# design 1

### Metal 3, design 1

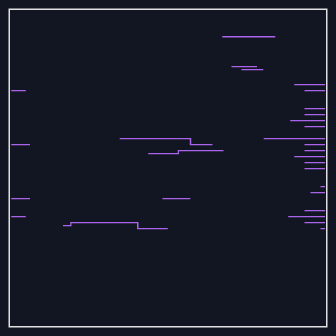
### Placement view, design 1

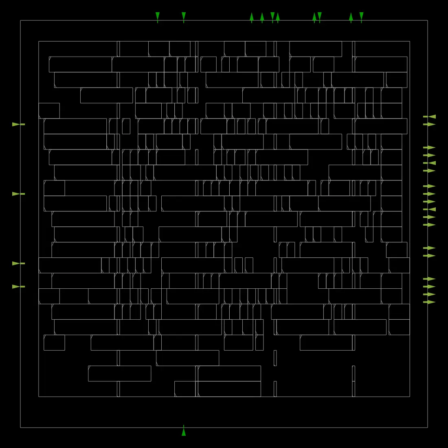
### Where the registers sit, design 1

Other sequential cells in the stronger gray, the rest of the logic in the fainter gray.
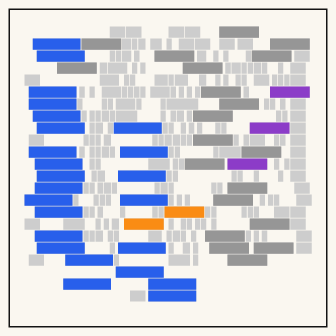
<file path="config.mk">
export PLATFORM = sky130hd
export DESIGN_NAME = alu_op_issuer
export DESIGN_NICKNAME = d
export VERILOG_FILES = /design/src/rtl/alu_pkg.sv /design/src/rtl/alu_op_fifo.sv /design/src/rtl/alu_op_issuer.sv
export SDC_FILE = /design/constraint.sdc
export NUM_CORES = 1
export LEC_CHECK = 0
export ABC_AREA = 1
export CORE_MARGIN = 3
export CORE_UTILIZATION = 50
export DETAILED_ROUTE_END_ITERATION = 8
export PLACE_DENSITY = 0.79
export SYNTH_ARGS = -nofsm -noshare
export SYNTH_HDL_FRONTEND = slang
export SYNTH_SLANG_ARGS = --single-unit
</file>
<file path="constraint.sdc">
create_clock -name clk -period 3 [get_ports clk]
set_input_delay 0.45 -clock clk [delete_from_list [all_inputs] [get_ports clk]]
set_output_delay 0.45 -clock clk [all_outputs]
set_load 0.005 [all_outputs]
</file>
<file path="src/rtl/alu_pkg.sv">
`default_nettype none
// ============================================================================
// Module : alu_pkg
// Brief  : Shared ALU select codes, operand/result widths and issuer states.
// Rev    : 1.0  initial release
// ============================================================================
package alu_pkg;

    localparam int OP_W  = 2;
    localparam int RES_W = 3;
    localparam int OPR_W = 3 * OP_W;

    localparam logic [OP_W-1:0] SEL_ADD = 2'b00;
    localparam logic [OP_W-1:0] SEL_SUB = 2'b01;
    localparam logic [OP_W-1:0] SEL_AND = 2'b10;
    localparam logic [OP_W-1:0] SEL_OR  = 2'b11;

    typedef enum logic [1:0] {
        ST_IDLE = 2'd0,
        ST_EXEC = 2'd1,
        ST_DONE = 2'd2
    } state_t;

    typedef struct packed {
        logic [OP_W-1:0] a;
        logic [OP_W-1:0] b;
        logic [OP_W-1:0] sel;
    } op_t;

endpackage : alu_pkg
`default_nettype wire

</file>
<file path="src/rtl/alu_op_fifo.sv">
`default_nettype none
// ============================================================================
// Module : alu_op_fifo
// Brief  : Power-of-two circular FIFO holding queued ALU operations.
// Rev    : 1.0  initial release
// ============================================================================
module alu_op_fifo #(
    parameter int DEPTH = 4,
    parameter int W     = 6
) (
    input  logic                     clk,
    input  logic                     rst,
    input  logic                     push,
    input  logic                     pop,
    input  logic [W-1:0]             din,
    output logic [W-1:0]             dout,
    output logic                     full,
    output logic                     empty,
    output logic [$clog2(DEPTH):0]   count
);

    localparam int AW = $clog2(DEPTH);
    localparam int CW = AW + 1;

    logic [W-1:0]  mem_q [DEPTH];
    logic [AW-1:0] wr_ptr_q, wr_ptr_d;
    logic [AW-1:0] rd_ptr_q, rd_ptr_d;
    logic [CW-1:0] count_q,  count_d;
    logic          push_en;
    logic          pop_en;

    assign full    = (count_q == CW'(DEPTH));
    assign empty   = (count_q == '0);
    assign count   = count_q;
    assign dout    = mem_q[rd_ptr_q];
    assign push_en = push && !full;
    assign pop_en  = pop && !empty;

    // Pointers wrap naturally because DEPTH is a power of two.
    always_comb begin
        wr_ptr_d = wr_ptr_q;
        rd_ptr_d = rd_ptr_q;
        count_d  = count_q;
        if (push_en) begin
            wr_ptr_d = wr_ptr_q + AW'(1);
        end
        if (pop_en) begin
            rd_ptr_d = rd_ptr_q + AW'(1);
        end
        if (push_en && !pop_en) begin
            count_d = count_q + CW'(1);
        end else if (pop_en && !push_en) begin
            count_d = count_q - CW'(1);
        end
    end

    always_ff @(posedge clk or posedge rst) begin
        if (rst) begin
            wr_ptr_q <= '0;
            rd_ptr_q <= '0;
            count_q  <= '0;
        end else begin
            wr_ptr_q <= wr_ptr_d;
            rd_ptr_q <= rd_ptr_d;
            count_q  <= count_d;
        end
    end

    always_ff @(posedge clk) begin
        if (push_en) begin
            mem_q[wr_ptr_q] <= din;
        end
    end

endmodule : alu_op_fifo
`default_nettype wire

</file>
<file path="src/rtl/alu_op_issuer.sv">
`default_nettype none
// ============================================================================
// Module : alu_op_issuer
// Brief  : Queues ALU operations, issues them to an external 2-bit ALU and
//          presents each captured result with a valid/ready handshake.
// Rev    : 1.0  initial release
// ============================================================================
module alu_op_issuer
    import alu_pkg::*;
#(
    parameter int DEPTH = 4
) (
    input  logic                    clk,
    input  logic                    rst,
    input  logic                    in_valid,
    output logic                    in_ready,
    input  logic [OP_W-1:0]         in_a,
    input  logic [OP_W-1:0]         in_b,
    input  logic [OP_W-1:0]         in_sel,
    output logic [OP_W-1:0]         alu_a,
    output logic [OP_W-1:0]         alu_b,
    output logic [OP_W-1:0]         alu_sel,
    input  logic [RES_W-1:0]        alu_result,
    output logic                    out_valid,
    input  logic                    out_ready,
    output logic [OP_W-1:0]         out_a,
    output logic [OP_W-1:0]         out_b,
    output logic [OP_W-1:0]         out_sel,
    output logic [RES_W-1:0]        out_result,
    output logic [$clog2(DEPTH):0]  fifo_count
);

    state_t           state_q,      state_d;
    op_t              op_q,         op_d;
    op_t              out_op_q,     out_op_d;
    logic [RES_W-1:0] out_result_q, out_result_d;
    logic             out_valid_q,  out_valid_d;

    logic             fifo_push;
    logic             fifo_pop;
    logic             fifo_full;
    logic             fifo_empty;
    op_t              fifo_head;
    op_t              in_op;

    assign in_op     = '{a: in_a, b: in_b, sel: in_sel};
    assign in_ready  = !fifo_full && !rst;
    assign fifo_push = in_valid && in_ready;

    alu_op_fifo #(
        .DEPTH (DEPTH),
        .W     (OPR_W)
    ) u_fifo (
        .clk   (clk),
        .rst   (rst),
        .push  (fifo_push),
        .pop   (fifo_pop),
        .din   (in_op),
        .dout  (fifo_head),
        .full  (fifo_full),
        .empty (fifo_empty),
        .count (fifo_count)
    );

    always_comb begin
        state_d      = state_q;
        op_d         = op_q;
        out_op_d     = out_op_q;
        out_result_d = out_result_q;
        out_valid_d  = out_valid_q;
        fifo_pop     = 1'b0;
        case (state_q)
            ST_IDLE: begin
                if (!fifo_empty) begin
                    fifo_pop = 1'b1;
                    op_d     = fifo_head;
                    state_d  = ST_EXEC;
                end
            end
            ST_EXEC: begin
                out_op_d     = op_q;
                out_result_d = alu_result;
                out_valid_d  = 1'b1;
                state_d      = ST_DONE;
            end
            ST_DONE: begin
                // Retiring a result and issuing the next queued op share one edge.
                if (out_ready) begin
                    out_valid_d = 1'b0;
                    if (!fifo_empty) begin
                        fifo_pop = 1'b1;
                        op_d     = fifo_head;
                        state_d  = ST_EXEC;
                    end else begin
                        state_d  = ST_IDLE;
                    end
                end
            end
            default: begin
                state_d = ST_IDLE;
            end
        endcase
    end

    always_ff @(posedge clk or posedge rst) begin
        if (rst) begin
            state_q      <= ST_IDLE;
            op_q         <= '0;
            out_op_q     <= '0;
            out_result_q <= '0;
            out_valid_q  <= 1'b0;
        end else begin
            state_q      <= state_d;
            op_q         <= op_d;
            out_op_q     <= out_op_d;
            out_result_q <= out_result_d;
            out_valid_q  <= out_valid_d;
        end
    end

    assign alu_a      = op_q.a;
    assign alu_b      = op_q.b;
    assign alu_sel    = op_q.sel;
    assign out_a      = out_op_q.a;
    assign out_b      = out_op_q.b;
    assign out_sel    = out_op_q.sel;
    assign out_result = out_result_q;
    assign out_valid  = out_valid_q;

endmodule : alu_op_issuer
`default_nettype wire

</file>
==> results.txt <==
status - completed
total global routing overflow - 0
WHS Path Cells - 2
Largest Register - u_fifo.mem_q
Crit Path Max Fanout - 11
met2 usage - 0.2714
synthesis area per yosys - 2157 um2
Slowest-stage cell, CP - clkdlybuf4s50_1
die x size - 71.68 um
cts hold-fix bufs - 0
Top class by area - flip-flops and latches
Inverters excl. clock - 43
H-tree levels - 2
worst r2r src - u_fifo.count[0]$_DFFE_PP0P_
Post-DP Area - 2492 um2
Max clock buf depth - 2
Critical Path AT - 2.32 ns
CP Cell Sequence - clkdlybuf4s50_1 > nand2_1 > nand2_1 > nand2_1 > ha_1 > inv_1 > fa_1 > inv_1 > nand2_1 > nand3_1 > xor2_1
Post-CTS Setup Inserts - 0
About 'Metal 3' of design 1:
wire length on this layer = 197 um
nets with wire on the layer = 27
main direction = horizontal
met3 Use GR: 0.04769
drt total wl: 3680 um
routed vias: 1,447

About 'Placement view' of design 1:
floorplan core area: 4086 um2
final sequential cell count: 49
row count: 23
Layout fillers: 357
TAP cells: 50

About 'Where the registers sit' of design 1:
`out_result` -> purple  # placed flops 3
`u_fifo.rd_ptr_q` -> orange  # placed flops 2
`u_fifo.mem_q` -> blue  # placed flops 24
fin util: 0.6298
Seq. pwr: 1.08 mW
FF+latch area: 1346 um2

[metrics by stage]
step | hold WS (ns) | std cells | power (mW) | setup slack [ns]
2_1_floorplan | 0.4654 | 227 | 1.726 | 0.5735
3_3_place_gp | 0.4532 | 305 | 2.050 | 0.6428
3_5_place_dp | 0.4575 | 305 | 2.087 | 0.5927
4_1_cts | 0.4786 | 313 | 2.455 | 0.9058
5_1_grt | 0.5180 | 313 | 2.662 | 0.7034
6_report | 0.4766 | 313 | 2.425 | 0.8994
[metal layers]
layer	share of wire	up-vias
met4	0.0068	0
met5	0	-
met2	0.50	36
met1	0.44	653
met3	0.054	2
li1	-	756

# design 2

### Placement view, design 2

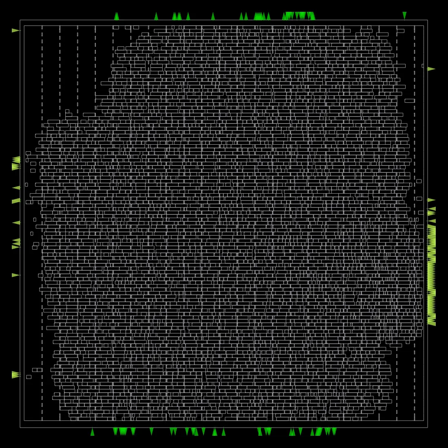
### I/O nets highlighted, design 2

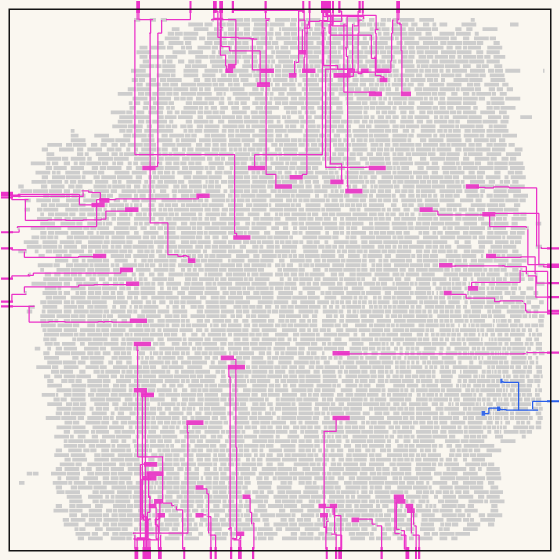
### Where the registers sit, design 2

Other cells in gray.
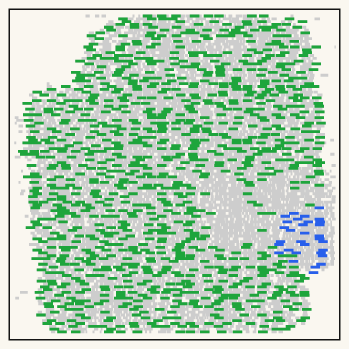
$ cat src/rtl/regfile_pkg.sv
// Shared defaults and base types for the register file slice.
package regfile_pkg;

  localparam int XLEN_DEFAULT = 32;
  localparam int NREG_DEFAULT = 32;
  localparam int AW           = $clog2(NREG_DEFAULT);

  typedef logic [AW-1:0]           reg_addr_t;
  typedef logic [XLEN_DEFAULT-1:0] xdata_t;

endpackage

$ cat src/rtl/regfile_scoreboard.sv
// Busy-bit scoreboard: issues reserve a destination, committed writes release it.
module regfile_scoreboard
  import regfile_pkg::*;
#(
  parameter  int NREG = NREG_DEFAULT,
  parameter  int NWR  = 1,
  localparam int AW   = $clog2(NREG)
) (
  input  logic                    i_clk,
  input  logic                    i_rst_n,
  input  logic [NWR-1:0]          i_clr_en,
  input  logic [NWR-1:0][AW-1:0]  i_clr_addr,
  input  logic                    i_iss_valid,
  input  logic [AW-1:0]           i_iss_rd,
  output logic [NREG-1:0]         o_busy
);

  logic [NREG-1:0] busy_q;
  logic [NREG-1:0] busy_d;

  // NOTE: always_comb starts from a full default so no path leaves busy_d unassigned (no latch).
  always_comb begin
    busy_d = busy_q;
    for (int k = 0; k < NWR; k++) begin
      if (i_clr_en[k]) busy_d[i_clr_addr[k]] = 1'b0;
    end
    // Set after clear: a same-cycle issue is the newer producer and keeps the bit.
    if (i_iss_valid) busy_d[i_iss_rd] = 1'b1;
    busy_d[0] = 1'b0;
  end

  always_ff @(posedge i_clk or negedge i_rst_n) begin
    if (!i_rst_n) busy_q <= '0;
    else          busy_q <= busy_d;
  end

  assign o_busy = busy_q;

endmodule

$ cat src/rtl/regfile_sb.sv
// Multi-port register file with optional write-to-read bypass and a busy scoreboard.
module regfile_sb
  import regfile_pkg::*;
#(
  parameter  int XLEN   = XLEN_DEFAULT,
  parameter  int NREG   = NREG_DEFAULT,
  parameter  int NRD    = 2,
  parameter  int NWR    = 1,
  parameter  int BYPASS = 1,
  localparam int AW     = $clog2(NREG)
) (
  input  logic                     i_clk,
  input  logic                     i_rst_n,
  input  logic [NRD-1:0][AW-1:0]   i_rs_addr,
  output logic [NRD-1:0][XLEN-1:0] o_rs_data,
  output logic [NRD-1:0]           o_rs_busy,
  input  logic [NWR-1:0]           i_rd_wren,
  input  logic [NWR-1:0][AW-1:0]   i_rd_addr,
  input  logic [NWR-1:0][XLEN-1:0] i_rd_data,
  input  logic                     i_iss_valid,
  input  logic [AW-1:0]            i_iss_rd,
  output logic [NREG-1:0]          o_busy_vec
);

  logic [XLEN-1:0] regs [NREG];
  logic [NWR-1:0]  wr_act;
  logic [NREG-1:0] busy;

  // Gating with reset keeps bypass and storage inert while reset is held.
  always_comb begin
    for (int k = 0; k < NWR; k++) begin
      wr_act[k] = i_rd_wren[k] && (i_rd_addr[k] != '0) && i_rst_n;
    end
  end

  // NOTE: the array is flop-based with an async clear, so it is reset like any other state.
  // NOTE: non-blocking writes in port order make the highest-numbered port win a collision.
  always_ff @(posedge i_clk or negedge i_rst_n) begin
    if (!i_rst_n) begin
      for (int i = 0; i < NREG; i++) regs[i] <= '0;
    end else begin
      for (int k = 0; k < NWR; k++) begin
        if (wr_act[k]) regs[i_rd_addr[k]] <= i_rd_data[k];
      end
    end
  end

  regfile_scoreboard #(
    .NREG (NREG),
    .NWR  (NWR)
  ) u_scoreboard (
    .i_clk       (i_clk),
    .i_rst_n     (i_rst_n),
    .i_clr_en    (wr_act),
    .i_clr_addr  (i_rd_addr),
    .i_iss_valid (i_iss_valid && i_rst_n),
    .i_iss_rd    (i_iss_rd),
    .o_busy      (busy)
  );

  always_comb begin
    for (int j = 0; j < NRD; j++) begin
      o_rs_data[j] = regs[i_rs_addr[j]];
      o_rs_busy[j] = busy[i_rs_addr[j]];
      if (BYPASS != 0) begin
        for (int k = 0; k < NWR; k++) begin
          if (wr_act[k] && (i_rd_addr[k] == i_rs_addr[j])) begin
            o_rs_data[j] = i_rd_data[k];
            o_rs_busy[j] = 1'b0;
          end
        end
      end
    end
  end

  assign o_busy_vec = busy;

endmodule

$ cat config.mk
export PLATFORM = sky130hd
export DESIGN_NAME = regfile_sb
export DESIGN_NICKNAME = d
export VERILOG_FILES = /design/src/rtl/regfile_pkg.sv /design/src/rtl/regfile_scoreboard.sv /design/src/rtl/regfile_sb.sv
export SDC_FILE = /design/constraint.sdc
export NUM_CORES = 2
export LEC_CHECK = 0
export CORE_MARGIN = 3
export CORE_UTILIZATION = 58
export CTS_BUF_LIST = sky130_fd_sc_hd__clkbuf_4 sky130_fd_sc_hd__clkbuf_8
export DETAILED_ROUTE_END_ITERATION = 8
export PLACE_DENSITY = 0.79
export SETUP_SLACK_MARGIN = 0.05
export SLEW_MARGIN = 0
export SYNTH_ARGS = -nofsm -noshare
export SYNTH_HDL_FRONTEND = slang
export SYNTH_SLANG_ARGS = --single-unit
$ cat constraint.sdc
create_clock -name i_clk -period 1.95 [get_ports i_clk]
set_input_delay 0.195 -clock i_clk [delete_from_list [all_inputs] [get_ports i_clk]]
set_output_delay 0.195 -clock i_clk [all_outputs]
set_load 0.01 [all_outputs]
==> results.txt <==
met2 usage - 0.5867
final worst slack - -0.8797 ns
Slowest-stage cell, CP - mux4_2
TritonCTS clock tree - done
clock network area share - 0.05423
Dominant combinational family - multiplexers
post-synth top area cell - dfrtp_1
PD cells - 865.2 nW/um2
Hold WS - -0.4416 ns
ys cells - 3,892
DRT Pass-1 Iters - 6
most common cell in the synthesized netlist - dfrtp_1
WL met1 - 72,420 um
MUX share of area - 0.4056
Synth Cell Area - 56,180 um2
Async SR Flop Fraction - 1.000
worst slew pin tran - 0.9851 ns
Antenna Diode Count - 4
final setup vio count - 66
Final nets - 4,647
violated checks - hold timing, setup timing
Synth Register Bits - 1,055
Post-CTS Setup Inserts - 113
status - finished with violations
delay-heaviest family, CP - multiplexers
worst r2r src - regs[9]$_DFFE_PN0P_
1st-iter DRT viols - 5,754
Worst-path clk slew - 0.06 ns
critical path class - reg -> out
final hold violation count - 103
Notes on 'Placement view' of design 2 above:
fin util: 0.7503
final sequential cell count: 1,055
Layout fillers: 5,472
floorplan core area: 95,580 um2
Non-Filler Instances: 5,996

Notes on 'I/O nets highlighted' of design 2 above:
`i_iss_valid` -> blue  # direction input, edge east, end cells 3, buffers 1, wire 76.8 um
`o_rs_data` -> magenta  # direction output, edge 25 south, 23 north, 8 east, 8 west, end cells 64, buffers 65, wire 4,750 um
IO buf count: 152
IO Count: 154

Notes on 'Where the registers sit' of design 2 above:
`regs` -> green  # placed flops 1,024, where all over the die
`u_scoreboard.o_busy` -> blue  # placed flops 31

-- how the worst max path moves through the flow --
stage               cells past startpoint       endpoint  slack, ns                               from
CTS                                     4   o_rs_busy[0]      -0.86  u_scoreboard.o_busy[31]$_DFF_PN0_
global route                            6   o_rs_busy[1]      -0.89  u_scoreboard.o_busy[31]$_DFF_PN0_
global placement                        8  o_rs_data[45]      -1.49                       i_rs_addr[7]
detailed placement                      8  o_rs_data[45]      -1.56                       i_rs_addr[7]
floorplan                               7   o_rs_busy[1]      -0.01                       i_rs_addr[5]
finish                                  4   o_rs_busy[0]      -0.88  u_scoreboard.o_busy[31]$_DFF_PN0_


==> gallery <==
Signal metal coverage by tile.
panel A
The die is cut into 14 by 14 equal tiles; black is low, pale yellow is high, scaled to the fullest tile. Values are wire area over tile area, all layers added.
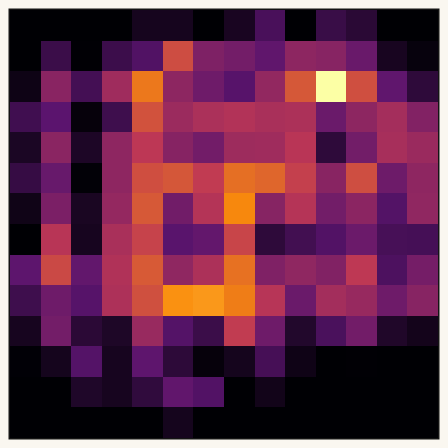
panel B
The die is cut into 32 by 32 equal tiles; black is low, pale yellow is high, scaled to the fullest tile. Values are wire area over tile area, all layers added.
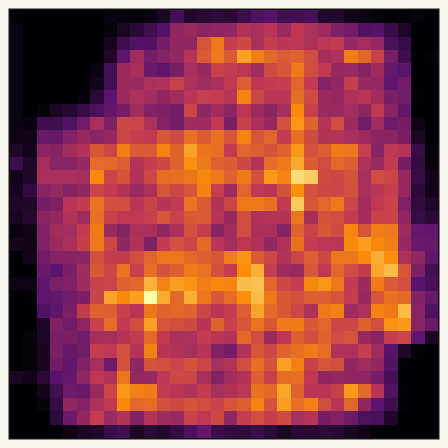
Panel B comes from design 2.
Panel A comes from design 1.

Power figures rest on the tool's default switching activity, not on a simulated workload.
